==================== design 1
**Design 1: the metal 2 layer**

Scale: 8 px per um. Cells faint in the background.
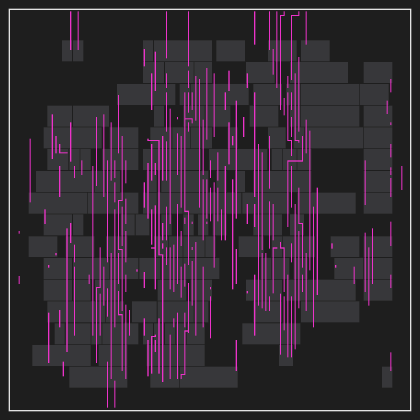

**config.mk**
```make
export PLATFORM = sky130hd
export DESIGN_NAME = fpi_controller
export DESIGN_NICKNAME = d
export VERILOG_FILES = /design/src/rtl/fpi_pkg.sv /design/src/rtl/fpi_step_counter.sv /design/src/rtl/fpi_controller.sv
export SDC_FILE = /design/constraint.sdc
export NUM_CORES = 1
export LEC_CHECK = 0
export CORE_MARGIN = 2
export CORE_UTILIZATION = 51
export CTS_BUF_LIST = sky130_fd_sc_hd__clkbuf_4
export DETAILED_ROUTE_END_ITERATION = 7
export GPL_ROUTABILITY_DRIVEN = 0
export PLACE_DENSITY = 0.86
export SETUP_SLACK_MARGIN = 0.1
export SYNTH_ARGS = -nofsm -noshare
export SYNTH_HDL_FRONTEND = slang
export SYNTH_SLANG_ARGS = --single-unit
```
**constraint.sdc**
```tcl
create_clock -name clk -period 3.2 [get_ports clk]
set_input_delay 0.64 -clock clk [delete_from_list [all_inputs] [get_ports clk]]
set_output_delay 0.64 -clock clk [all_outputs]
set_load 0.02 [all_outputs]
```
**src/rtl/fpi_pkg.sv**
```systemverilog
// Shared types and defaults for the 5x5 bit-grid permutation sequencer.
package fpi_pkg;

    localparam int unsigned STEP_W        = 5;
    localparam int unsigned DEF_MAX_STEPS = 24;
    localparam int unsigned DEF_MAX_ADJ   = 3;

    typedef enum logic [3:0] {
        S_IDLE   = 4'd0,
        S_LOAD   = 4'd1,
        S_INITIJ = 4'd2,
        S_READ   = 4'd3,
        S_NEXTI  = 4'd4,
        S_ADJUST = 4'd5,
        S_UPDATE = 4'd6,
        S_WRITE  = 4'd7,
        S_CHECK  = 4'd8,
        S_FINISH = 4'd9
    } fpiState_t;

    // Datapath control word plus the status strobes that decode from state.
    typedef struct packed {
        logic busy;
        logic finish;
        logic ok;
        logic initLine;
        logic firstread;
        logic IJen;
        logic IJregen;
        logic read;
        logic writeVal;
        logic writeMemReg;
        logic ldTillPositive;
        logic waitCalNexti;
        logic update;
        logic write;
        logic enable;
    } fpiCtl_t;

    // Moore decode: control word asserted while sitting in state s.
    function automatic fpiCtl_t fpiDecode(input fpiState_t s);
        fpiCtl_t c;
        c      = '0;
        c.busy = (s != S_IDLE);
        case (s)
            S_LOAD:   begin c.initLine = 1'b1; c.firstread = 1'b1; c.enable = 1'b1; end
            S_INITIJ: begin c.IJen = 1'b1; c.IJregen = 1'b1; c.enable = 1'b1; end
            S_READ:   begin
                c.read        = 1'b1;
                c.writeVal    = 1'b1;
                c.writeMemReg = 1'b1;
                c.enable      = 1'b1;
            end
            S_NEXTI:  begin c.ldTillPositive = 1'b1; c.enable = 1'b1; end
            S_ADJUST: begin
                c.ldTillPositive = 1'b1;
                c.waitCalNexti   = 1'b1;
                c.enable         = 1'b1;
            end
            S_UPDATE: begin c.update = 1'b1; c.IJregen = 1'b1; c.enable = 1'b1; end
            S_WRITE:  begin c.write = 1'b1; c.enable = 1'b1; end
            S_CHECK:  c.enable = 1'b1;
            S_FINISH: begin c.ok = 1'b1; c.finish = 1'b1; end
            default:  ;
        endcase
        return c;
    endfunction

endpackage

```
**src/rtl/fpi_step_counter.sv**
```systemverilog
// Saturating step and adjust counters with synchronous clear and increment.
module fpi_step_counter #(
    parameter int unsigned STEP_W = 5,
    parameter int unsigned ADJ_W  = 2
) (
    input  logic              clk,
    input  logic              rst,
    input  logic              stepClr,
    input  logic              stepInc,
    input  logic              adjClr,
    input  logic              adjInc,
    output logic [STEP_W-1:0] stepCount,
    output logic [ADJ_W-1:0]  adjCount
);

    // Step counter: clear wins over increment, holds at all-ones.
    always_ff @(posedge clk) begin
        if (rst) begin
            stepCount <= '0;
        end else if (stepClr) begin
            stepCount <= '0;
        end else if (stepInc && (stepCount != {STEP_W{1'b1}})) begin
            stepCount <= stepCount + STEP_W'(1);
        end
    end

    // Adjust counter: per-step +5 correction count, holds at all-ones.
    always_ff @(posedge clk) begin
        if (rst) begin
            adjCount <= '0;
        end else if (adjClr) begin
            adjCount <= '0;
        end else if (adjInc && (adjCount != {ADJ_W{1'b1}})) begin
            adjCount <= adjCount + ADJ_W'(1);
        end
    end

endmodule

```
**src/rtl/fpi_controller.sv**
```systemverilog
// Sequencer for the 5x5 bit-grid permutation walk; sole driver of datapath controls.
module fpi_controller
    import fpi_pkg::*;
#(
    parameter int unsigned MAX_STEPS = DEF_MAX_STEPS,
    parameter int unsigned MAX_ADJ   = DEF_MAX_ADJ
) (
    input  logic              clk,
    input  logic              rst,
    input  logic              start,
    output logic              busy,
    output logic              finish,
    output logic              err,
    output logic [STEP_W-1:0] step_count,
    input  logic              sign,
    input  logic              done,
    input  logic              sign3j,
    input  logic              signeq,
    input  logic              eq,
    output logic              initLine,
    output logic              firstread,
    output logic              IJen,
    output logic              IJregen,
    output logic              read,
    output logic              writeVal,
    output logic              writeMemReg,
    output logic              ldTillPositive,
    output logic              waitCalNexti,
    output logic              update,
    output logic              write,
    output logic              ok,
    output logic              enable,
    output logic              ALUop,
    output logic              isArith,
    output logic              fb3j,
    output logic              fbeq
);

    localparam int unsigned ADJ_W = $clog2(MAX_ADJ + 1);

    fpiState_t        state;
    fpiState_t        nextState;
    fpiCtl_t          ctlQ;
    logic             errQ;
    logic             errSet;
    logic             stepClr;
    logic             stepInc;
    logic             adjClr;
    logic             adjInc;
    logic [ADJ_W-1:0] adjCount;
    logic             unusedInputs;

    // Comparison-result flags from the datapath are not needed by the sequencer.
    assign unusedInputs = ^{sign3j, signeq, eq};

    fpi_step_counter #(
        .STEP_W (STEP_W),
        .ADJ_W  (ADJ_W)
    ) u_counter (
        .clk       (clk),
        .rst       (rst),
        .stepClr   (stepClr),
        .stepInc   (stepInc),
        .adjClr    (adjClr),
        .adjInc    (adjInc),
        .stepCount (step_count),
        .adjCount  (adjCount)
    );

    // State register; outputs are registered decodes of the state being entered.
    always_ff @(posedge clk) begin
        if (rst) begin
            state <= S_IDLE;
            ctlQ  <= '0;
            errQ  <= 1'b0;
        end else begin
            state <= nextState;
            ctlQ  <= fpiDecode(nextState);
            if (stepClr) begin
                errQ <= 1'b0;
            end else if (errSet) begin
                errQ <= 1'b1;
            end
        end
    end

    // Next-state logic and counter/error strobes.
    always_comb begin
        nextState = state;
        errSet    = 1'b0;
        stepClr   = 1'b0;
        stepInc   = 1'b0;
        adjClr    = 1'b0;
        adjInc    = 1'b0;
        unique case (state)
            S_IDLE: begin
                if (start) begin
                    nextState = S_LOAD;
                    stepClr   = 1'b1;
                end
            end
            S_LOAD:   nextState = S_INITIJ;
            S_INITIJ: nextState = S_READ;
            S_READ:   nextState = S_NEXTI;
            S_NEXTI: begin
                if (sign) begin
                    nextState = S_ADJUST;
                    adjClr    = 1'b1;
                end else begin
                    nextState = S_UPDATE;
                end
            end
            S_ADJUST: begin
                adjInc = 1'b1;
                if (!sign) begin
                    nextState = S_UPDATE;
                end else if (adjCount == ADJ_W'(MAX_ADJ - 1)) begin
                    errSet    = 1'b1;
                    nextState = S_FINISH;
                end
            end
            S_UPDATE: nextState = S_WRITE;
            S_WRITE: begin
                stepInc   = 1'b1;
                nextState = S_CHECK;
            end
            S_CHECK: begin
                if (done) begin
                    nextState = S_FINISH;
                end else if (step_count == STEP_W'(MAX_STEPS)) begin
                    errSet    = 1'b1;
                    nextState = S_FINISH;
                end else begin
                    nextState = S_READ;
                end
            end
            S_FINISH: nextState = S_IDLE;
            default:  nextState = S_IDLE;
        endcase
    end

    assign busy           = ctlQ.busy;
    assign finish         = ctlQ.finish;
    assign ok             = ctlQ.ok;
    assign initLine       = ctlQ.initLine;
    assign firstread      = ctlQ.firstread;
    assign IJen           = ctlQ.IJen;
    assign IJregen        = ctlQ.IJregen;
    assign read           = ctlQ.read;
    assign writeVal       = ctlQ.writeVal;
    assign writeMemReg    = ctlQ.writeMemReg;
    assign ldTillPositive = ctlQ.ldTillPositive;
    assign waitCalNexti   = ctlQ.waitCalNexti;
    assign update         = ctlQ.update;
    assign write          = ctlQ.write;
    assign enable         = ctlQ.enable;
    assign err            = errQ;
    assign ALUop          = 1'b0;
    assign isArith        = 1'b0;
    assign fb3j           = 1'b0;
    assign fbeq           = 1'b0;

endmodule

```
==================== design 2
--- config.mk ---
export PLATFORM = sky130hd
export DESIGN_NAME = reset_pulse_gen
export DESIGN_NICKNAME = d
export VERILOG_FILES = /design/src/rtl/reset_pulse_gen.sv
export SDC_FILE = /design/constraint.sdc
export NUM_CORES = 1
export LEC_CHECK = 0
export CAP_MARGIN = 5
export CORE_MARGIN = 4
export CORE_UTILIZATION = 59
export CTS_CLUSTER_DIAMETER = 150
export CTS_CLUSTER_SIZE = 10
export DETAILED_ROUTE_END_ITERATION = 10
export PLACE_DENSITY_LB_ADDON = 0.3
export SYNTH_ARGS = -nofsm -noshare
export SYNTH_HDL_FRONTEND = slang
export SYNTH_SLANG_ARGS = --single-unit
--- constraint.sdc ---
create_clock -name i_clk -period 3.71 [get_ports i_clk]
set_input_delay 0.742 -clock i_clk [delete_from_list [all_inputs] [get_ports i_clk]]
set_output_delay 0.742 -clock i_clk [all_outputs]
set_load 0.005 [all_outputs]
--- src/rtl/reset_pulse_gen.sv ---
// -----------------------------------------------------------------------------
// reset_pulse_gen
//
// Originator of the system reset request. Produces a registered, active-high
// reset pulse of PULSE_CYCLES clock cycles from three sources: power-on
// (i_rst_n), a software request (i_sw_req) and an internal watchdog. Each
// pulse is followed by a HOLDOFF_CYCLES quiet window. A software request that
// arrives during that window is remembered in a one-deep pending flag and
// serviced on the first idle cycle.
//
// Ports
//   i_clk       system clock, all logic on the rising edge
//   i_rst_n     asynchronous active-low power-on reset
//   i_sw_req    synchronous software reset request, sampled every cycle
//   i_wdt_en    watchdog enable; the watchdog counts only while this is high
//   i_wdt_kick  watchdog restart strobe
//   o_rst       registered active-high reset request
//   o_busy      high while a pulse or its hold-off window is in progress
//   o_cause     source of the last pulse: 0 = POR, 1 = SW, 2 = WDT
//   o_wdt_warn  (only with RESET_PULSE_GEN_WDT_WARN_EN) watchdog half-way flag
//
// Build option
//   RESET_PULSE_GEN_WDT_WARN_EN  adds the registered o_wdt_warn output, which
//   is high while idle once the watchdog counter has reached WDT_CYCLES/2.
// -----------------------------------------------------------------------------
module reset_pulse_gen #(
  parameter int PULSE_CYCLES   = 16,
  parameter int HOLDOFF_CYCLES = 8,
  parameter int WDT_CYCLES     = 1024
) (
  input  logic       i_clk,
  input  logic       i_rst_n,
  input  logic       i_sw_req,
  input  logic       i_wdt_en,
  input  logic       i_wdt_kick,
  output logic       o_rst,
  output logic       o_busy,
  output logic [1:0] o_cause
`ifdef RESET_PULSE_GEN_WDT_WARN_EN
  ,
  output logic       o_wdt_warn
`endif
);

  // Counter widths; a parameter of 1 would give $clog2 = 0, so floor at 1 bit.
  localparam int PW = (PULSE_CYCLES   > 1) ? $clog2(PULSE_CYCLES)   : 1;
  localparam int HW = (HOLDOFF_CYCLES > 1) ? $clog2(HOLDOFF_CYCLES) : 1;
  localparam int WW = (WDT_CYCLES     > 1) ? $clog2(WDT_CYCLES)     : 1;

  localparam logic [PW-1:0] PULSE_TERM = PW'(PULSE_CYCLES - 1);
  localparam logic [HW-1:0] HOLD_TERM  = HW'(HOLDOFF_CYCLES - 1);
  localparam logic [WW-1:0] WDT_TERM   = WW'(WDT_CYCLES - 1);

  localparam logic [1:0] CAUSE_POR = 2'd0;
  localparam logic [1:0] CAUSE_SW  = 2'd1;
  localparam logic [1:0] CAUSE_WDT = 2'd2;

  typedef enum logic [1:0] {
    ST_ASSERT  = 2'd0,
    ST_HOLDOFF = 2'd1,
    ST_IDLE    = 2'd2
  } state_e;

  state_e          state_q, state_d;
  logic [PW-1:0]   pulse_cnt_q, pulse_cnt_d;
  logic [HW-1:0]   hold_cnt_q, hold_cnt_d;
  logic [WW-1:0]   wdt_cnt_q, wdt_cnt_d;
  logic            pending_q, pending_d;
  logic [1:0]      cause_q, cause_d;
  logic            rst_q, rst_d;
  logic            busy_q, busy_d;
  logic            wdt_expire_s;

  // Next-state logic for the pulse FSM, its counters, the pending flag and the watchdog.
  always_comb begin
    state_d      = state_q;
    pulse_cnt_d  = pulse_cnt_q;
    hold_cnt_d   = hold_cnt_q;
    wdt_cnt_d    = wdt_cnt_q;
    pending_d    = pending_q;
    cause_d      = cause_q;
    wdt_expire_s = 1'b0;

    case (state_q)
      ST_ASSERT: begin
        // Requests and watchdog are ignored while the pulse is out.
        wdt_cnt_d = '0;
        if (pulse_cnt_q == PULSE_TERM) begin
          state_d    = ST_HOLDOFF;
          hold_cnt_d = '0;
        end else begin
          pulse_cnt_d = pulse_cnt_q + PW'(1);
        end
      end

      ST_HOLDOFF: begin
        wdt_cnt_d = '0;
        // One-deep: repeated requests collapse into a single pending pulse.
        if (i_sw_req) begin
          pending_d = 1'b1;
        end else begin
          pending_d = pending_q;
        end
        if (hold_cnt_q == HOLD_TERM) begin
          state_d = ST_IDLE;
        end else begin
          hold_cnt_d = hold_cnt_q + HW'(1);
        end
      end

      ST_IDLE: begin
        // Watchdog: a kick on the terminal cycle suppresses the expiry.
        if (!i_wdt_en) begin
          wdt_cnt_d = '0;
        end else if (i_wdt_kick) begin
          wdt_cnt_d = '0;
        end else if (wdt_cnt_q == WDT_TERM) begin
          wdt_expire_s = 1'b1;
          wdt_cnt_d    = wdt_cnt_q;
        end else begin
          wdt_cnt_d = wdt_cnt_q + WW'(1);
        end

        // Watchdog expiry takes priority over a software request.
        if (wdt_expire_s) begin
          state_d     = ST_ASSERT;
          cause_d     = CAUSE_WDT;
          pending_d   = 1'b0;
          pulse_cnt_d = '0;
          wdt_cnt_d   = '0;
        end else if (i_sw_req || pending_q) begin
          state_d     = ST_ASSERT;
          cause_d     = CAUSE_SW;
          pending_d   = 1'b0;
          pulse_cnt_d = '0;
          wdt_cnt_d   = '0;
        end else begin
          state_d = ST_IDLE;
        end
      end

      default: begin
        // Unreachable encoding: recover by issuing a fresh pulse.
        state_d     = ST_ASSERT;
        pulse_cnt_d = '0;
        wdt_cnt_d   = '0;
        pending_d   = 1'b0;
      end
    endcase

    rst_d  = (state_d == ST_ASSERT);
    busy_d = (state_d != ST_IDLE);
  end

  // State, counter and registered output flops; reset starts a POR pulse.
  always_ff @(posedge i_clk or negedge i_rst_n) begin
    if (!i_rst_n) begin
      state_q     <= ST_ASSERT;
      pulse_cnt_q <= '0;
      hold_cnt_q  <= '0;
      wdt_cnt_q   <= '0;
      pending_q   <= 1'b0;
      cause_q     <= CAUSE_POR;
      rst_q       <= 1'b1;
      busy_q      <= 1'b1;
    end else begin
      state_q     <= state_d;
      pulse_cnt_q <= pulse_cnt_d;
      hold_cnt_q  <= hold_cnt_d;
      wdt_cnt_q   <= wdt_cnt_d;
      pending_q   <= pending_d;
      cause_q     <= cause_d;
      rst_q       <= rst_d;
      busy_q      <= busy_d;
    end
  end

  assign o_rst   = rst_q;
  assign o_busy  = busy_q;
  assign o_cause = cause_q;

`ifdef RESET_PULSE_GEN_WDT_WARN_EN
  localparam logic [WW-1:0] WARN_TH = WW'(WDT_CYCLES / 2);

  logic warn_q, warn_d;

  // Warning follows the next counter value, so it drops on the edge the counter clears.
  always_comb begin
    if ((state_d == ST_IDLE) && (wdt_cnt_d >= WARN_TH)) begin
      warn_d = 1'b1;
    end else begin
      warn_d = 1'b0;
    end
  end

  // Warning output register.
  always_ff @(posedge i_clk or negedge i_rst_n) begin
    if (!i_rst_n) begin
      warn_q <= 1'b0;
    end else begin
      warn_q <= warn_d;
    end
  end

  assign o_wdt_warn = warn_q;
`else
  // Without the warning option there is no comparator and no extra output.
`endif

endmodule
==================== design 3
[src/rtl/cpu_run_ctrl_pkg.sv]
// Shared definitions for the CPU run controller: FSM state encoding,
// display select constants and the default counter width.
package run_ctrl_pkg;

  localparam int CNT_W_DEF = 32;

  localparam logic [2:0] ST_RST_SEQ = 3'd0;
  localparam logic [2:0] ST_IDLE    = 3'd1;
  localparam logic [2:0] ST_RUN     = 3'd2;
  localparam logic [2:0] ST_STEP    = 3'd3;
  localparam logic [2:0] ST_HALT    = 3'd4;

  localparam int SEL_CYCLE = 0;

  // The CPU clock enable is high exactly in the executing states.
  function automatic logic st_enabled(input logic [2:0] s);
    return (s == ST_RUN) || (s == ST_STEP);
  endfunction

endpackage

[src/rtl/cpu_run_ctrl_sat_counter.sv]
// Saturating up-counter with synchronous clear; holds at all-ones.
module sat_counter
  import run_ctrl_pkg::*;
#(
  parameter int W = CNT_W_DEF
) (
  input  logic         clk,
  input  logic         reset,
  input  logic         clr,
  input  logic         inc,
  output logic [W-1:0] count
);

  // Count up on inc, stop at all-ones, clear on clr or reset.
  always_ff @(posedge clk or negedge reset) begin
    if (!reset) begin
      count <= '0;
    end else if (clr) begin
      count <= '0;
    end else if (inc && !(&count)) begin
      count <= count + W'(1);
    end
  end

endmodule

[src/rtl/cpu_run_ctrl.sv]
// Run controller for the pipelined CPU: reset sequencing, run/step/pause
// clock-enable gating, cycle and event counters with display select.
// Optional watchdog: define RUN_CTRL_WATCHDOG_EN to halt after MAX_CYCLES
// enabled cycles and flag timeout.
module cpu_run_ctrl
  import run_ctrl_pkg::*;
#(
  parameter int CNT_W      = CNT_W_DEF,
  parameter int NUM_CH     = 4,
  parameter int DISP_W     = 3,
  parameter int RST_CYCLES = 4,
  parameter int MAX_CYCLES = 1000000
) (
  input  logic              clk,
  input  logic              reset,
  input  logic              run_req,
  input  logic              step_req,
  input  logic              pause_req,
  input  logic              halt_req,
  input  logic [NUM_CH-1:0] event_in,
  input  logic [DISP_W-1:0] display_switch,
  output logic              cpu_rst_n,
  output logic              cpu_en,
  output logic [2:0]        state,
  output logic [CNT_W-1:0]  cycle_cnt,
  output logic [CNT_W-1:0]  sel_count,
  output logic              done,
  output logic              timeout
);

  localparam int RC_W = (RST_CYCLES > 1) ? $clog2(RST_CYCLES) : 1;

  logic [2:0]       state_nxt;
  logic [RC_W-1:0]  rst_cnt;
  logic             rst_done;
  logic             cnt_clr;
  logic             wd_hit;
  logic [CNT_W-1:0] ev_cnt [NUM_CH];
  logic [CNT_W-1:0] sel_p0;

  assign rst_done = (rst_cnt == RC_W'(RST_CYCLES - 1));
  assign cnt_clr  = (state == ST_RST_SEQ);

`ifdef RUN_CTRL_WATCHDOG_EN
  // Fires on the edge that takes cycle_cnt to MAX_CYCLES.
  assign wd_hit = cpu_en && (cycle_cnt == CNT_W'(MAX_CYCLES - 1));
`else
  assign wd_hit = 1'b0;
`endif

  // Next-state decode; halt and watchdog outrank pause, run outranks step.
  always_comb begin
    state_nxt = state;
    case (state)
      ST_RST_SEQ: if (rst_done) state_nxt = ST_IDLE;
      ST_IDLE: begin
        if (run_req)       state_nxt = ST_RUN;
        else if (step_req) state_nxt = ST_STEP;
      end
      ST_RUN: begin
        if (wd_hit || halt_req) state_nxt = ST_HALT;
        else if (pause_req)     state_nxt = ST_IDLE;
      end
      ST_STEP: begin
        if (wd_hit || halt_req) state_nxt = ST_HALT;
        else                    state_nxt = ST_IDLE;
      end
      ST_HALT: state_nxt = ST_HALT;
      default: state_nxt = ST_RST_SEQ;
    endcase
  end

  // State plus registered control outputs, all decoded from the next state.
  always_ff @(posedge clk or negedge reset) begin
    if (!reset) begin
      state     <= ST_RST_SEQ;
      rst_cnt   <= '0;
      cpu_rst_n <= 1'b0;
      cpu_en    <= 1'b0;
      done      <= 1'b0;
    end else begin
      state     <= state_nxt;
      if (state == ST_RST_SEQ && !rst_done) rst_cnt <= rst_cnt + RC_W'(1);
      cpu_rst_n <= (state_nxt != ST_RST_SEQ);
      cpu_en    <= st_enabled(state_nxt);
      done      <= (state_nxt == ST_HALT);
    end
  end

`ifdef RUN_CTRL_WATCHDOG_EN
  // Sticky flag recording that HALT came from the watchdog.
  always_ff @(posedge clk or negedge reset) begin
    if (!reset)      timeout <= 1'b0;
    else if (wd_hit) timeout <= 1'b1;
  end
`else
  assign timeout = 1'b0;
`endif

  sat_counter #(.W(CNT_W)) u_cycle (
    .clk   (clk),
    .reset (reset),
    .clr   (cnt_clr),
    .inc   (cpu_en),
    .count (cycle_cnt)
  );

  for (genvar g = 0; g < NUM_CH; g++) begin : g_ev
    sat_counter #(.W(CNT_W)) u_ev (
      .clk   (clk),
      .reset (reset),
      .clr   (cnt_clr),
      .inc   (cpu_en & event_in[g]),
      .count (ev_cnt[g])
    );
  end

  // Display mux: 0 is the cycle counter, 1..NUM_CH the event channels.
  always_comb begin
    sel_p0 = '0;
    if (display_switch == DISP_W'(SEL_CYCLE)) begin
      sel_p0 = cycle_cnt;
    end else begin
      for (int k = 1; k <= NUM_CH; k++) begin
        if (display_switch == DISP_W'(k)) sel_p0 = ev_cnt[k-1];
      end
    end
  end

  // ---- display register stage ----
  always_ff @(posedge clk or negedge reset) begin
    if (!reset) sel_count <= '0;
    else        sel_count <= sel_p0;
  end

endmodule

[config.mk]
export PLATFORM = sky130hd
export DESIGN_NAME = cpu_run_ctrl
export DESIGN_NICKNAME = d
export VERILOG_FILES = /design/src/rtl/cpu_run_ctrl_pkg.sv /design/src/rtl/cpu_run_ctrl_sat_counter.sv /design/src/rtl/cpu_run_ctrl.sv
export SDC_FILE = /design/constraint.sdc
export NUM_CORES = 1
export LEC_CHECK = 0
export CAP_MARGIN = 15
export CELL_PAD_IN_SITES_DETAIL_PLACEMENT = 1
export CELL_PAD_IN_SITES_GLOBAL_PLACEMENT = 1
export CORE_MARGIN = 2
export CORE_UTILIZATION = 50
export DETAILED_ROUTE_END_ITERATION = 16
export GPL_TIMING_DRIVEN = 0
export PLACE_DENSITY_LB_ADDON = 0.1
export SYNTH_ARGS = -nofsm -noshare
export SYNTH_HDL_FRONTEND = slang
export SYNTH_SLANG_ARGS = --single-unit
[constraint.sdc]
create_clock -name clk -period 3.4 [get_ports clk]
set_clock_uncertainty 0.05 [all_clocks]
set_input_delay 0.51 -clock clk [delete_from_list [all_inputs] [get_ports clk]]
set_output_delay 0.51 -clock clk [all_outputs]
set_load 0.01 [all_outputs]
==================== design 4
<file path="config.mk">
export PLATFORM = sky130hd
export DESIGN_NAME = exec_pipe_unit_flat
export DESIGN_NICKNAME = d
export VERILOG_FILES = /design/src/rtl/exec_pipe_pkg.sv /design/src/rtl/exec_pipe_unit_if.sv /design/src/rtl/alu_core.sv /design/src/rtl/exec_pipe_unit.sv /design/src/flat_wrapper.sv
export SDC_FILE = /design/constraint.sdc
export NUM_CORES = 2
export LEC_CHECK = 0
export ABC_CLOCK_PERIOD_IN_PS = 65000
export CORE_AREA = 2 2 478 480
export CTS_CLUSTER_DIAMETER = 80
export DETAILED_ROUTE_END_ITERATION = 10
export DIE_AREA = 0 0 480 482
export PLACE_DENSITY_LB_ADDON = 0.15
export RECOVER_POWER = 100
export SLEW_MARGIN = 0
export SYNTH_ARGS = -nofsm -noshare
export SYNTH_HDL_FRONTEND = slang
export SYNTH_SLANG_ARGS = --single-unit
</file>
<file path="constraint.sdc">
create_clock -name clk -period 65 [get_ports clk]
set_input_delay 13 -clock clk [delete_from_list [all_inputs] [get_ports clk]]
set_output_delay 13 -clock clk [all_outputs]
set_load 0.02 [all_outputs]
</file>
<file path="src/rtl/exec_pipe_pkg.sv">
// Shared types and constants for the two-stage execute unit.
// Kept free of per-instance parameters so every block can import it.
package exec_pipe_pkg;

    typedef enum logic [2:0] {
        ALU_ADD = 3'b000,
        ALU_SUB = 3'b001,
        ALU_AND = 3'b010,
        ALU_OR  = 3'b011,
        ALU_XOR = 3'b100,
        ALU_SLT = 3'b101,
        ALU_SLL = 3'b110,
        ALU_SRL = 3'b111
    } alu_op_t;

    // Shift-amount width for a given datapath width; guards the degenerate 1-bit case.
    function automatic int shamt_width(input int w);
        return (w <= 1) ? 1 : $clog2(w);
    endfunction

    localparam int D_WIDTH_DEF = 32;
    localparam int SHAMT_W     = shamt_width(D_WIDTH_DEF);
    localparam int REG_ZERO    = 0;

endpackage

</file>
<file path="src/rtl/exec_pipe_unit_if.sv">
// Decode/control <-> execute unit bundle. master is the control side,
// slave is the execute unit.
interface exec_pipe_unit_if
    import exec_pipe_pkg::*;
#(
    parameter int D_WIDTH = 32,
    parameter int A_WIDTH = 5
);
    logic               valid_in;
    logic               ALUsrc;
    alu_op_t            ALUctrl;
    logic [D_WIDTH-1:0] ImmOp;
    logic               WE3;
    logic [A_WIDTH-1:0] AD1;
    logic [A_WIDTH-1:0] AD2;
    logic [A_WIDTH-1:0] AD3;
    logic               EQ;
    logic               valid_out;
    logic [D_WIDTH-1:0] result;
    logic [D_WIDTH-1:0] a0;

    modport master (
        output valid_in, ALUsrc, ALUctrl, ImmOp, WE3, AD1, AD2, AD3,
        input  EQ, valid_out, result, a0
    );

    modport slave (
        input  valid_in, ALUsrc, ALUctrl, ImmOp, WE3, AD1, AD2, AD3,
        output EQ, valid_out, result, a0
    );
endinterface

</file>
<file path="src/rtl/alu_core.sv">
// Combinational multi-op ALU: wrapping add/sub, bitwise ops, signed SLT
// and logical shifts using only the low shamt bits of op2.
module alu_core
    import exec_pipe_pkg::*;
#(
    parameter int D_WIDTH = 32
) (
    input  logic [D_WIDTH-1:0] op1,
    input  logic [D_WIDTH-1:0] op2,
    input  alu_op_t            op,
    output logic [D_WIDTH-1:0] res
);
    localparam int SH_W = shamt_width(D_WIDTH);

    logic [SH_W-1:0] shamt;
    logic            lt;

    assign shamt = op2[SH_W-1:0];
    assign lt    = $signed(op1) < $signed(op2);

    always_comb begin
        res = '0;
        case (op)
            ALU_ADD: res = op1 + op2;
            ALU_SUB: res = op1 - op2;
            ALU_AND: res = op1 & op2;
            ALU_OR:  res = op1 | op2;
            ALU_XOR: res = op1 ^ op2;
            ALU_SLT: res = {{(D_WIDTH-1){1'b0}}, lt};
            ALU_SLL: res = op1 << shamt;
            ALU_SRL: res = op1 >> shamt;
            default: res = '0;
        endcase
    end
endmodule

</file>
<file path="src/rtl/exec_pipe_unit.sv">
// Two-stage execute unit: register read + bypass + ALU in EX, registered WB
// that commits to the register file one edge later. x0 is hardwired to zero.
module exec_pipe_unit
    import exec_pipe_pkg::*;
#(
    parameter int D_WIDTH  = 32,
    parameter int A_WIDTH  = 5,
    parameter int A0_INDEX = 10
) (
    input  logic             clk,
    input  logic             rst,
    exec_pipe_unit_if.slave  bus
);
    localparam int                 NREG  = 2 ** A_WIDTH;
    localparam logic [A_WIDTH-1:0] X0    = A_WIDTH'(REG_ZERO);
    localparam logic [A_WIDTH-1:0] A0_AD = A_WIDTH'(A0_INDEX);

    logic [D_WIDTH-1:0] rf [NREG];

    logic               wb_we;
    logic               wb_valid;
    logic [A_WIDTH-1:0] wb_ad3;
    logic [D_WIDTH-1:0] wb_result;
    logic               wb_commit;

    logic [D_WIDTH-1:0] rd1;
    logic [D_WIDTH-1:0] rd2;
    logic [D_WIDTH-1:0] op2;
    logic [D_WIDTH-1:0] alu_res;

    // A pending WB write to x0 is never a real write, so it must not bypass either.
    assign wb_commit = wb_we && (wb_ad3 != X0);

    always_comb begin
        rd1 = '0;
        if (bus.AD1 != X0)
            rd1 = (wb_commit && wb_ad3 == bus.AD1) ? wb_result : rf[bus.AD1];
    end

    always_comb begin
        rd2 = '0;
        if (bus.AD2 != X0)
            rd2 = (wb_commit && wb_ad3 == bus.AD2) ? wb_result : rf[bus.AD2];
    end

    assign op2    = bus.ALUsrc ? bus.ImmOp : rd2;
    assign bus.EQ = (rd1 == rd2);

    alu_core #(.D_WIDTH(D_WIDTH)) u_alu (
        .op1 (rd1),
        .op2 (op2),
        .op  (bus.ALUctrl),
        .res (alu_res)
    );

    always_ff @(posedge clk or posedge rst) begin
        if (rst) begin
            wb_result <= '0;
            wb_ad3    <= '0;
            wb_we     <= 1'b0;
            wb_valid  <= 1'b0;
        end else begin
            wb_result <= alu_res;
            wb_ad3    <= bus.AD3;
            wb_we     <= bus.valid_in & bus.WE3;
            wb_valid  <= bus.valid_in;
        end
    end

    always_ff @(posedge clk or posedge rst) begin
        if (rst) begin
            for (int i = 0; i < NREG; i++)
                rf[i] <= '0;
        end else if (wb_commit) begin
            rf[wb_ad3] <= wb_result;
        end
    end

    assign bus.valid_out = wb_valid;
    assign bus.result    = wb_result;
    assign bus.a0        = rf[A0_AD];
endmodule

</file>
<file path="src/flat_wrapper.sv">
// flat-port wrapper written by rule: the top's interface ports become plain ports
module exec_pipe_unit_flat import exec_pipe_pkg::*;
#(
    parameter int D_WIDTH  = 32,
    parameter int A_WIDTH  = 5,
    parameter int A0_INDEX = 10
)
  (clk, rst, bus_valid_in, bus_ALUsrc, bus_ALUctrl, bus_ImmOp, bus_WE3, bus_AD1, bus_AD2, bus_AD3, bus_EQ, bus_valid_out, bus_result, bus_a0);
  exec_pipe_unit_if #(.D_WIDTH(D_WIDTH), .A_WIDTH(A_WIDTH)) bus_i ();
  input  logic clk;
  input  logic rst;
  input wire logic [$bits(bus_i.valid_in)-1:0] bus_valid_in;
  input wire logic [$bits(bus_i.ALUsrc)-1:0] bus_ALUsrc;
  input wire logic [$bits(bus_i.ALUctrl)-1:0] bus_ALUctrl;
  input wire logic [$bits(bus_i.ImmOp)-1:0] bus_ImmOp;
  input wire logic [$bits(bus_i.WE3)-1:0] bus_WE3;
  input wire logic [$bits(bus_i.AD1)-1:0] bus_AD1;
  input wire logic [$bits(bus_i.AD2)-1:0] bus_AD2;
  input wire logic [$bits(bus_i.AD3)-1:0] bus_AD3;
  output wire logic [$bits(bus_i.EQ)-1:0] bus_EQ;
  output wire logic [$bits(bus_i.valid_out)-1:0] bus_valid_out;
  output wire logic [$bits(bus_i.result)-1:0] bus_result;
  output wire logic [$bits(bus_i.a0)-1:0] bus_a0;
  assign bus_i.valid_in = bus_valid_in;
  assign bus_i.ALUsrc = bus_ALUsrc;
  assign bus_i.ALUctrl = bus_ALUctrl;
  assign bus_i.ImmOp = bus_ImmOp;
  assign bus_i.WE3 = bus_WE3;
  assign bus_i.AD1 = bus_AD1;
  assign bus_i.AD2 = bus_AD2;
  assign bus_i.AD3 = bus_AD3;
  assign bus_EQ = bus_i.EQ;
  assign bus_valid_out = bus_i.valid_out;
  assign bus_result = bus_i.result;
  assign bus_a0 = bus_i.a0;
  exec_pipe_unit #(.D_WIDTH(D_WIDTH), .A_WIDTH(A_WIDTH), .A0_INDEX(A0_INDEX)) u_core (.clk(clk), .rst(rst), .bus(bus_i));
endmodule
</file>

==> screenshots <==
The clock network.
shot_01.png
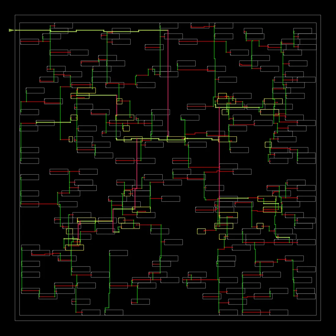
shot_02.png
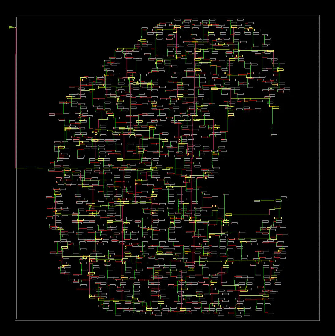
shot_03.png
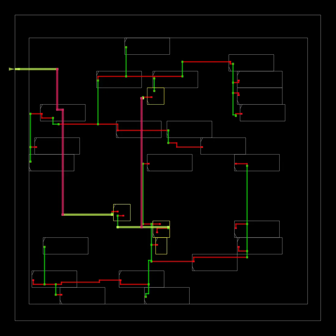
shot_04.png
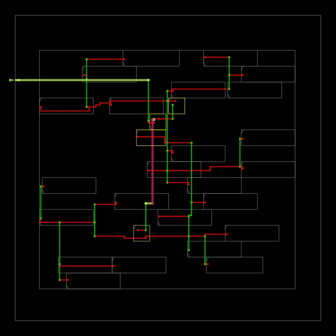
design 3 -> shot_01.png
design 2 -> shot_04.png
design 4 -> shot_02.png
design 1 -> shot_03.png
- most sequential cells: shot_02.png
- most clock buffers: shot_02.png

**Design 3: placement by cell class**

Scale: 2 px per um. Fill, decap, tap and diode cells in grey.
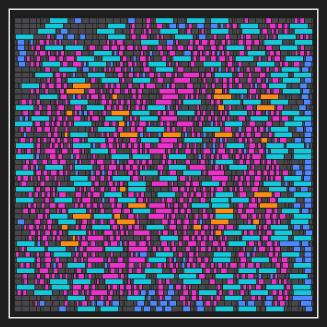
[blue] other buffers and delay cells | cells: 157
[orange] clock drivers and dummy loads | cells: 31
[magenta] all other logic | cells: 898
[cyan] flip-flops | cells: 200
cell area after layout: 13,000 um2
post-layout util: 59.2%

==> run notes, design 3 <==
fresh numbers from the pnr run: status=complete, no violations, Root Driver=clkbuf_16, CORE AREA=between 20,000 and 25,000 um2, Setup crit end=g_ev[3].u_ev.count[27]$_DFFE_PN0P_, min-delay src=rst_cnt[0]$_DFFE_PN0P_, cts bufs inserted=17, CTS tree=built, register area=between 5000 and 6000 um2, CP top delay family=simple AND/OR/NAND/NOR gates, Worst Hold Class=reg -> reg, first-pass GRT wire length=63,900 um, Placement Setup Slack=-0.554 ns, Mean Syn Cell Area=9.55 um2, vias in the first global route=10.8k, area leader, netlist=dfrtp_1, fp_density=51.1%, # Taps=280, row count=54, CP Launch Point=cpu_en$_DFF_PN0_, power in combinational cells=between 0.0015 and 0.002 W, # clock sinks=200, GR Util All Layers=35.2%, layout cells sized above 1=6.77%, Synth top cell by count=dfrtp_1, Synth Area in Compound Gates=15.8%, DRT iter0 DRCs=931, Max-area cell class=logic gates, die height=154 um, main area contributors=dfrtp_1 (45%), mux4_2 (5.2%), a21oi_1 (4.5%), Tot Pwr=0.00619 W
-- design 3: sequential cells by signal, summed over array words and instances (netlist names) --
register	flops
cpu_en	1
cpu_rst_n	1
sel_count	32
rst_cnt	2
u_cycle.count	32
g_ev.u_ev.count	128
done	1
state	3
-- design 3: placed cells by master, fill, tap and decap left out, drive strengths merged, types with 51 or more instances in the layout --
cell type	n
clkdlybuf4s50	79
nand2	101
a21oi	101
or3	51
nand3	65
nor2	65
o21ai	51
clkbuf	78
dfrtp	200
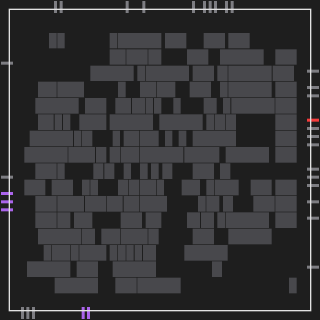
**Above:** design 1 (ports around the boundary).
Scale: 6 px per um. Pins as bars across the die edge, other pins in grey.
[purple] step_count | pins: 5 | direction: output | edge: 3 left, 2 bottom
[red] waitCalNexti | pins: 1 | direction: output | edge: right
Buffers on Ports: 25
die height: 50.0 um
die x size: 50.0 um

**Design 1: placement by cell class**

Scale: 8 px per um. Fill, decap, tap and diode cells in grey.
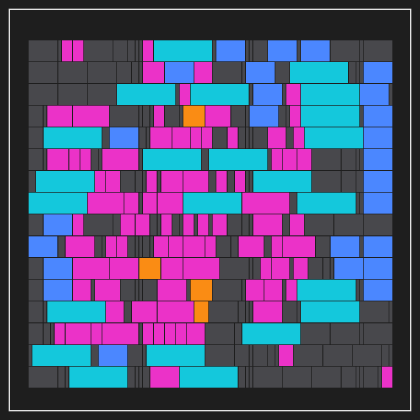
[cyan] flip-flops | cells: 23
[orange] clock drivers and dummy loads | cells: 4
[blue] other buffers and delay cells | cells: 25
[magenta] all other logic | cells: 86
row count: 16
CORE AREA: 1980 um2

Notes on 'the metal 2 layer' of design 1 above:
wire length on this layer: 1,090 um
main direction: vertical
share of all routed wire: 50%
nets with wire on the layer: 129
routing usage on met2: 32.2%
via count: 877
final wirelength: 2160 um

==> run notes, design 1 <==
fresh numbers from the pnr run: number of H-tree levels=1, Crit Reg-Reg Startpoint=u_counter.stepCount[0]$_SDFFE_PP0P_, flops out of synthesis=23, global route total overflow=0, Synth Seq Share=42.7%, asr flop ratio synth=0%, post-cts resize count=0, critical path arrival=approximately 2.3 ns, status=complete, no violations, FF-to-FF End=u_counter.stepCount[3]$_SDFFE_PP0P_, Max Fanout on Critical Path=8, placed cell count=161, Ant. Diodes=0, number of non-clock buffers in the layout=25, Routed met1 length=909 um
[design 1: Yosys cell counts, types with 2 or more instances]
master / instances / area, um2
nor2_1: 18 / 67.6
xor2_1: 2 / 17.5
nand2_1: 6 / 22.5
nor2b_1: 3 / 18.8
inv_1: 6 / 22.5
buf_4: 8 / 60.1
a21oi_1: 3 / 15.0
mux2i_1: 2 / 20.0
xnor2_1: 2 / 17.5
nor3_1: 7 / 35.0
nand3_1: 3 / 15.0
or3_1: 2 / 12.5
ha_1: 5 / 62.6
dfxtp_1: 23 / 460
**Design 2: placement by cell class**

Scale: 8 px per um. Fill, decap, tap and diode cells in grey.
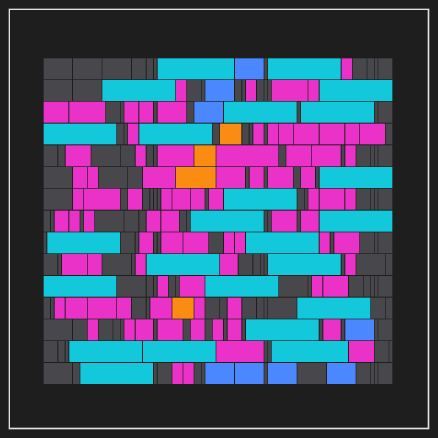
[cyan] flip-flops | cells: 24
[orange] clock drivers and dummy loads | cells: 4
[magenta] all other logic | cells: 84
[blue] other buffers and delay cells | cells: 8
post-layout util: 72.5%
CORE AREA: 1780 um2
row count: 15
cell area after layout: 1290 um2
Seq/total area: 46.7%

==> run notes, design 2 <==
fresh numbers from the pnr run: status=complete, no violations, clock transition at the registers of the reported paths=0.13 ns, Synth Seq Share=52.3%, largest register by flop count=wdt_cnt_q, Filler Cell Count=130, biggest regs=wdt_cnt_q x10, pulse_cnt_q x4, hold_cnt_q x3, post-cts resize count=0, largest net degree at the start of global routing=25, flops out of synthesis=24, Post-synth top flop=dfrtp_1, Internal=between 0.0005 and 0.0006 W, DRT iter0 DRCs=10, critical path arrival=approximately 1.3 ns, OpenROAD warning count=26, top cells by count=dfrtp_1 (22), nor2_1 (16), nand2_1 (10), Startpoint Class=register, WHS Path Cells=1, combinational fraction of the cell area=40.8%, Routed met1 length=965 um, First-pass DRT Iterations=4, DRC Markers=0, unrepaired setup endpoints after global routing=false, CTS tree=built, # Taps=25, Mapped Cells=110, inverters=4, Final Cycle Share=a little under three fifths
## design 2: per-layer routing
layer | global-route usage (%) | vias to the layer above
met1 | 25.2 | 394
li1 | - | 403
met4 | 5.11 | 0
met2 | 30.1 | 7
met5 | 0 | -
met3 | 2.56 | 2
## design 2: per-stage QoR
step,hold slack [ns],instance area [um2],power (W)
global placement,0.470,1260,0.000608
floorplan,0.446,1150,0.000553
detailed placement,0.488,1260,0.000629
finish,0.508,1290,0.000761
CTS,0.506,1290,0.000765
global route,0.535,1290,0.000814
**Design 4: the metal 2 layer**

Scale: 1 px per um. Cells faint in the background.
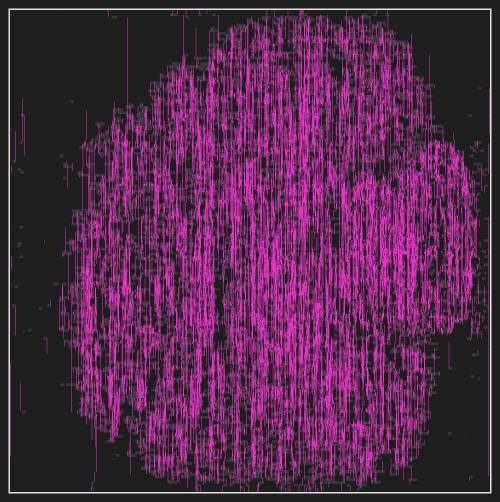
longest straight run: 258 um
share of all routed wire: 45%
wire length on this layer: 119 mm
nets with wire on the layer: 4,501
routing usage on met2: 34.5%
via count: 46.3k
final wirelength: 265,000 um

==> run notes, design 4 <==
fresh numbers from the pnr run: CP Capture Type=primary output, status=complete, but fails checks, crit path cell chain=clkbuf_1 -> clkbuf_1 -> clkbuf_1 -> clkbuf_1 -> mux4_2 -> mux2_2 -> a221oi_1 -> a2111oi_0 -> clkbuf_1 -> a21oi_1 -> xnor2_1 -> nor4_1 -> nand2_1 -> nor4_1 -> dlygate4sd3_1, placed cell area=69,100 um2, inverters=119, met3 Use GR=3.88%, Area growth, synth to finish=11.5%, Max Fanout on Critical Path=49, clock transition at the registers of the reported paths=0.05 ns, CLK BUF=198, fp_density=28.9%, Setup crit end=bus_EQ, library cells used by synthesis=96, GR Util All Layers=a little under a quarter, fa+ha+maj area frac=1.90%, Max-area cell class=logic gates, mux frac, synth=38.7%, Max-Cap Viols=83, Hold Buf Count CTS=0, nets=5,100, Netlist Area Pre-Place=65,300 um2, failing checks=max-capacitance violations, max-slew violations, initial antenna violation count=10, Slew Limit Fails=2,970, final setup vio count=0
[design 4: registers in the layout (all words and copies together) (netlist names)]
register,count
u_core.wb_ad3,5
u_core.bus.result,32
u_core.bus.valid_out,1
u_core.rf,992
u_core.wb_we,1
u_core.bus.a0,32
[design 4: where the power goes]
part | internal (W) | switching [W]
clock network | 0.000426 | 0.000308
logic | 0.000227 | 0.000295
registers | 0.000750 | 0.0000704
total | 0.00140 | 0.000674
[design 4: routing by layer]
layer	routed length (um)	share of wire (%)	up-vias
met3	17200	6.5	326
met5	0	0	-
met2	119000	45	1671
met4	6820	2.6	0
li1	-	-	19200
met1	123000	46	25100

==================== design 5
**Design 5: placement by cell class**

Scale: 2 px per um. Fill, decap, tap and diode cells in grey.
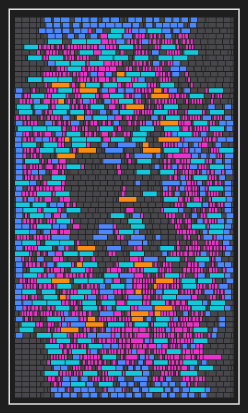
**Design 5: the clock network**

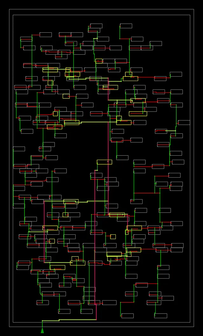
**src/rtl/cache_pkg.sv**
```systemverilog
// Shared types for the cache fill controller.
// Widths, controller states and fill timeout helper.
package cache_pkg;

  localparam int ADDR_W = 8;
  localparam int VAL_W  = 32;

  typedef logic [ADDR_W-1:0] addr_t;
  typedef logic [VAL_W-1:0]  val_t;

  typedef enum logic [2:0] {
    IDLE,
    LOOKUP,
    CHECK,
    MEM,
    FILL,
    FILL_WAIT,
    RESP
  } ctrl_state_t;

  function automatic int fill_limit(input int k);
    return 2 * k + 2;
  endfunction

endpackage

```
**src/rtl/sat_counter.sv**
```systemverilog
// Saturating event counter.
// Sticks at all-ones instead of wrapping.
module sat_counter #(
  parameter int WIDTH = 16
) (
  input  logic             clock,
  input  logic             reset,
  input  logic             inc,
  output logic [WIDTH-1:0] count
);

  // count up on inc, hold at the top value
  always_ff @(posedge clock) begin
    if (reset) begin
      count <= '0;
    end else if (inc && count != '1) begin
      count <= count + WIDTH'(1);
    end
  end

endmodule

```
**src/rtl/cache_fill_ctrl.sv**
```systemverilog
// Requester-side controller: probe cache, fetch on miss,
// write-through with allocate, saturating hit/miss stats.
module cache_fill_ctrl
  import cache_pkg::*;
#(
  parameter int ADDR_WIDTH = 8,
  parameter int LINE_WIDTH = 32,
  parameter int K          = 2,
  parameter int CNT_WIDTH  = 16
) (
  input  logic                  clock,
  input  logic                  reset,
  input  logic                  req_valid,
  output logic                  req_ready,
  input  logic                  req_write,
  input  logic [ADDR_WIDTH-1:0] req_addr,
  input  logic [LINE_WIDTH-1:0] req_wdata,
  output logic                  resp_valid,
  output logic [LINE_WIDTH-1:0] resp_rdata,
  output logic                  resp_err,
  output logic                  mem_req,
  output logic                  mem_write,
  output logic [ADDR_WIDTH-1:0] mem_addr,
  output logic [LINE_WIDTH-1:0] mem_wdata,
  input  logic                  mem_ack,
  input  logic [LINE_WIDTH-1:0] mem_rdata,
  output logic [ADDR_WIDTH-1:0] cache_addr,
  output logic [LINE_WIDTH-1:0] cache_val,
  output logic                  cache_read,
  output logic                  cache_write,
  input  logic                  cache_hit,
  input  logic [LINE_WIDTH-1:0] cache_out_val,
  output logic [CNT_WIDTH-1:0]  hit_count,
  output logic [CNT_WIDTH-1:0]  miss_count
);

  localparam int FL = fill_limit(K);
  localparam int FW = $clog2(FL + 1);
  localparam logic [FW-1:0] LAST = FW'(FL - 1);

  ctrl_state_t           state;
  logic [ADDR_WIDTH-1:0] addr;
  logic [LINE_WIDTH-1:0] wdata;
  logic                  is_wr;
  logic [FW-1:0]         fill_cnt;
  logic                  hit_inc;
  logic                  miss_inc;

  assign req_ready = (state == IDLE);
  assign hit_inc   = (state == CHECK) && cache_hit;
  assign miss_inc  = (state == CHECK) && !cache_hit;

  sat_counter #(.WIDTH(CNT_WIDTH)) u_hit_cnt (
    .clock (clock),
    .reset (reset),
    .inc   (hit_inc),
    .count (hit_count)
  );

  sat_counter #(.WIDTH(CNT_WIDTH)) u_miss_cnt (
    .clock (clock),
    .reset (reset),
    .inc   (miss_inc),
    .count (miss_count)
  );

  // request FSM; all outputs registered on the state transition
  always_ff @(posedge clock) begin
    if (reset) begin
      state       <= IDLE;
      addr        <= '0;
      wdata       <= '0;
      is_wr       <= 1'b0;
      fill_cnt    <= '0;
      resp_valid  <= 1'b0;
      resp_rdata  <= '0;
      resp_err    <= 1'b0;
      mem_req     <= 1'b0;
      mem_write   <= 1'b0;
      mem_addr    <= '0;
      mem_wdata   <= '0;
      cache_addr  <= '0;
      cache_val   <= '0;
      cache_read  <= 1'b0;
      cache_write <= 1'b0;
    end else begin
      unique case (state)
        IDLE: begin
          if (req_valid) begin
            addr  <= req_addr;
            wdata <= req_wdata;
            is_wr <= req_write;
            if (req_write) begin
              state     <= MEM;
              mem_req   <= 1'b1;
              mem_write <= 1'b1;
              mem_addr  <= req_addr;
              mem_wdata <= req_wdata;
            end else begin
              state      <= LOOKUP;
              cache_read <= 1'b1;
              cache_addr <= req_addr;
            end
          end
        end
        LOOKUP: begin
          cache_read <= 1'b0;
          state      <= CHECK;
        end
        CHECK: begin
          if (cache_hit) begin
            resp_valid <= 1'b1;
            resp_rdata <= cache_out_val;
            resp_err   <= 1'b0;
            state      <= RESP;
          end else begin
            mem_req   <= 1'b1;
            mem_write <= 1'b0;
            mem_addr  <= addr;
            mem_wdata <= wdata;
            state     <= MEM;
          end
        end
        MEM: begin
          if (mem_ack) begin
            mem_req     <= 1'b0;
            cache_write <= 1'b1;
            cache_addr  <= addr;
            cache_val   <= is_wr ? wdata : mem_rdata;
            state       <= FILL;
          end
        end
        FILL: begin
          fill_cnt <= FW'(1);
          state    <= FILL_WAIT;
        end
        FILL_WAIT: begin
          fill_cnt <= fill_cnt + FW'(1);
          if (cache_hit || fill_cnt == LAST) begin
            cache_write <= 1'b0;
            resp_valid  <= 1'b1;
            resp_err    <= !cache_hit;
            resp_rdata  <= is_wr ? '0 : cache_val;
            state       <= RESP;
          end
        end
        RESP: begin
          resp_valid <= 1'b0;
          resp_err   <= 1'b0;
          resp_rdata <= '0;
          state      <= IDLE;
        end
        default: state <= IDLE;
      endcase
    end
  end

endmodule

```
**config.mk**
```make
export PLATFORM = sky130hd
export DESIGN_NAME = cache_fill_ctrl
export DESIGN_NICKNAME = d
export VERILOG_FILES = /design/src/rtl/cache_pkg.sv /design/src/rtl/sat_counter.sv /design/src/rtl/cache_fill_ctrl.sv
export SDC_FILE = /design/constraint.sdc
export NUM_CORES = 1
export LEC_CHECK = 0
export ABC_AREA = 1
export CAP_MARGIN = 20
export CORE_ASPECT_RATIO = 1.75
export CORE_MARGIN = 2
export CORE_UTILIZATION = 43
export CTS_CLUSTER_SIZE = 12
export DETAILED_ROUTE_END_ITERATION = 16
export PLACE_DENSITY = 0.84
export SLEW_MARGIN = 20
export SYNTH_ARGS = -nofsm -noshare
export SYNTH_HDL_FRONTEND = slang
export SYNTH_SLANG_ARGS = --single-unit
```
**constraint.sdc**
```tcl
create_clock -name clock -period 1.62 [get_ports clock]
set_input_delay 0.162 -clock clock [delete_from_list [all_inputs] [get_ports clock]]
set_output_delay 0.162 -clock clock [all_outputs]
set_load 0.02 [all_outputs]
```
==> run notes <==
fresh numbers from the pnr run: worst skew pair latency=0.44 ns, leakage=6.37 nW, global route total overflow=0, Max Fanout on Critical Path=12, largest net degree at the start of global routing=83, Synthesized Nets=roughly 1.5k, Chip Area, Yosys=9120 um2, library cells used by synthesis=30, met1 Usage GRT=28.9%, Hold Buf Count CTS=0, Detailed Place HPWL=21,200 um, Final clock-cell share=under 10%, status=complete, no violations, Simple-Gate Area Share=27.8%, Worst Hold Path EP=cache_val[30]$_SDFFE_PP0P_, Internal=0.0123 W, WHS Path Cells=3
Notes on 'placement by cell class' of design 5 above:
[blue] other buffers and delay cells | cells: 335
[cyan] flip-flops | cells: 197
[orange] clock drivers and dummy loads | cells: 32
[magenta] all other logic | cells: 1,069
cell area after layout: 13,300 um2
CORE AREA: 20,800 um2
row count: 70
post-layout util: 63.9%
Seq/total area: 29.8%

Notes on 'the clock network' of design 5 above:
CLK BUF: 17
Clock Power: 0.00429 W
Final Skew: 0.0146 ns
cts bufs inserted: 17
Seq Cell Count: 197

[synthesized netlist by cell type, types with 3 or more instances]
library cell	number	area, um2
nand3_1	78	390
inv_1	118	443
buf_6	4	45.0
clkbuf_1	43	161
nand2_1	298	1120
a21oi_1	105	526
mux2i_1	32	320
o21ai_0	163	816
buf_2	24	120
nor2_1	239	897
xor2_1	8	70.1
buf_4	3	22.5
ha_1	4	50.1
buf_1	7	26.3
dfxtp_1	197	3940
nand3_2	3	30.0
inv_2	4	15.0


## Gallery

Ports around the boundary.
panel A
Scale: 6 px per um. Pins as bars across the die edge, other pins in grey.
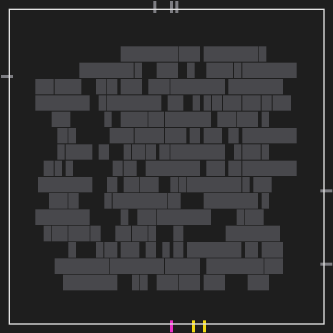
panel B
Scale: 0.5 px per um. Pins as bars across the die edge, other pins in grey.
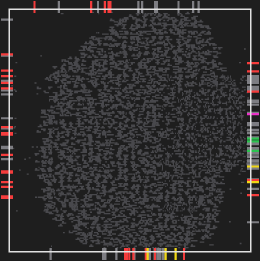
panel C
Scale: 2 px per um. Pins as bars across the die edge, other pins in grey.
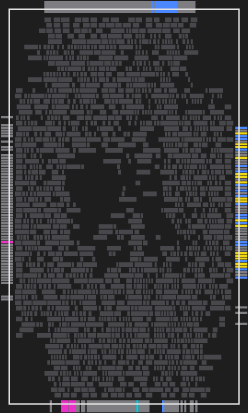
panel D
Scale: 2 px per um. Pins as bars across the die edge, other pins in grey.
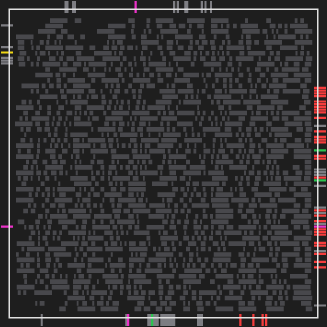
Design 3 is panel D.
Design 5 is panel C.
Design 2 is panel A.
Design 4 is panel B.
The one with the smallest die is panel A.
The one with the most pins is panel C.

Power is estimated from default activity; no workload was simulated.
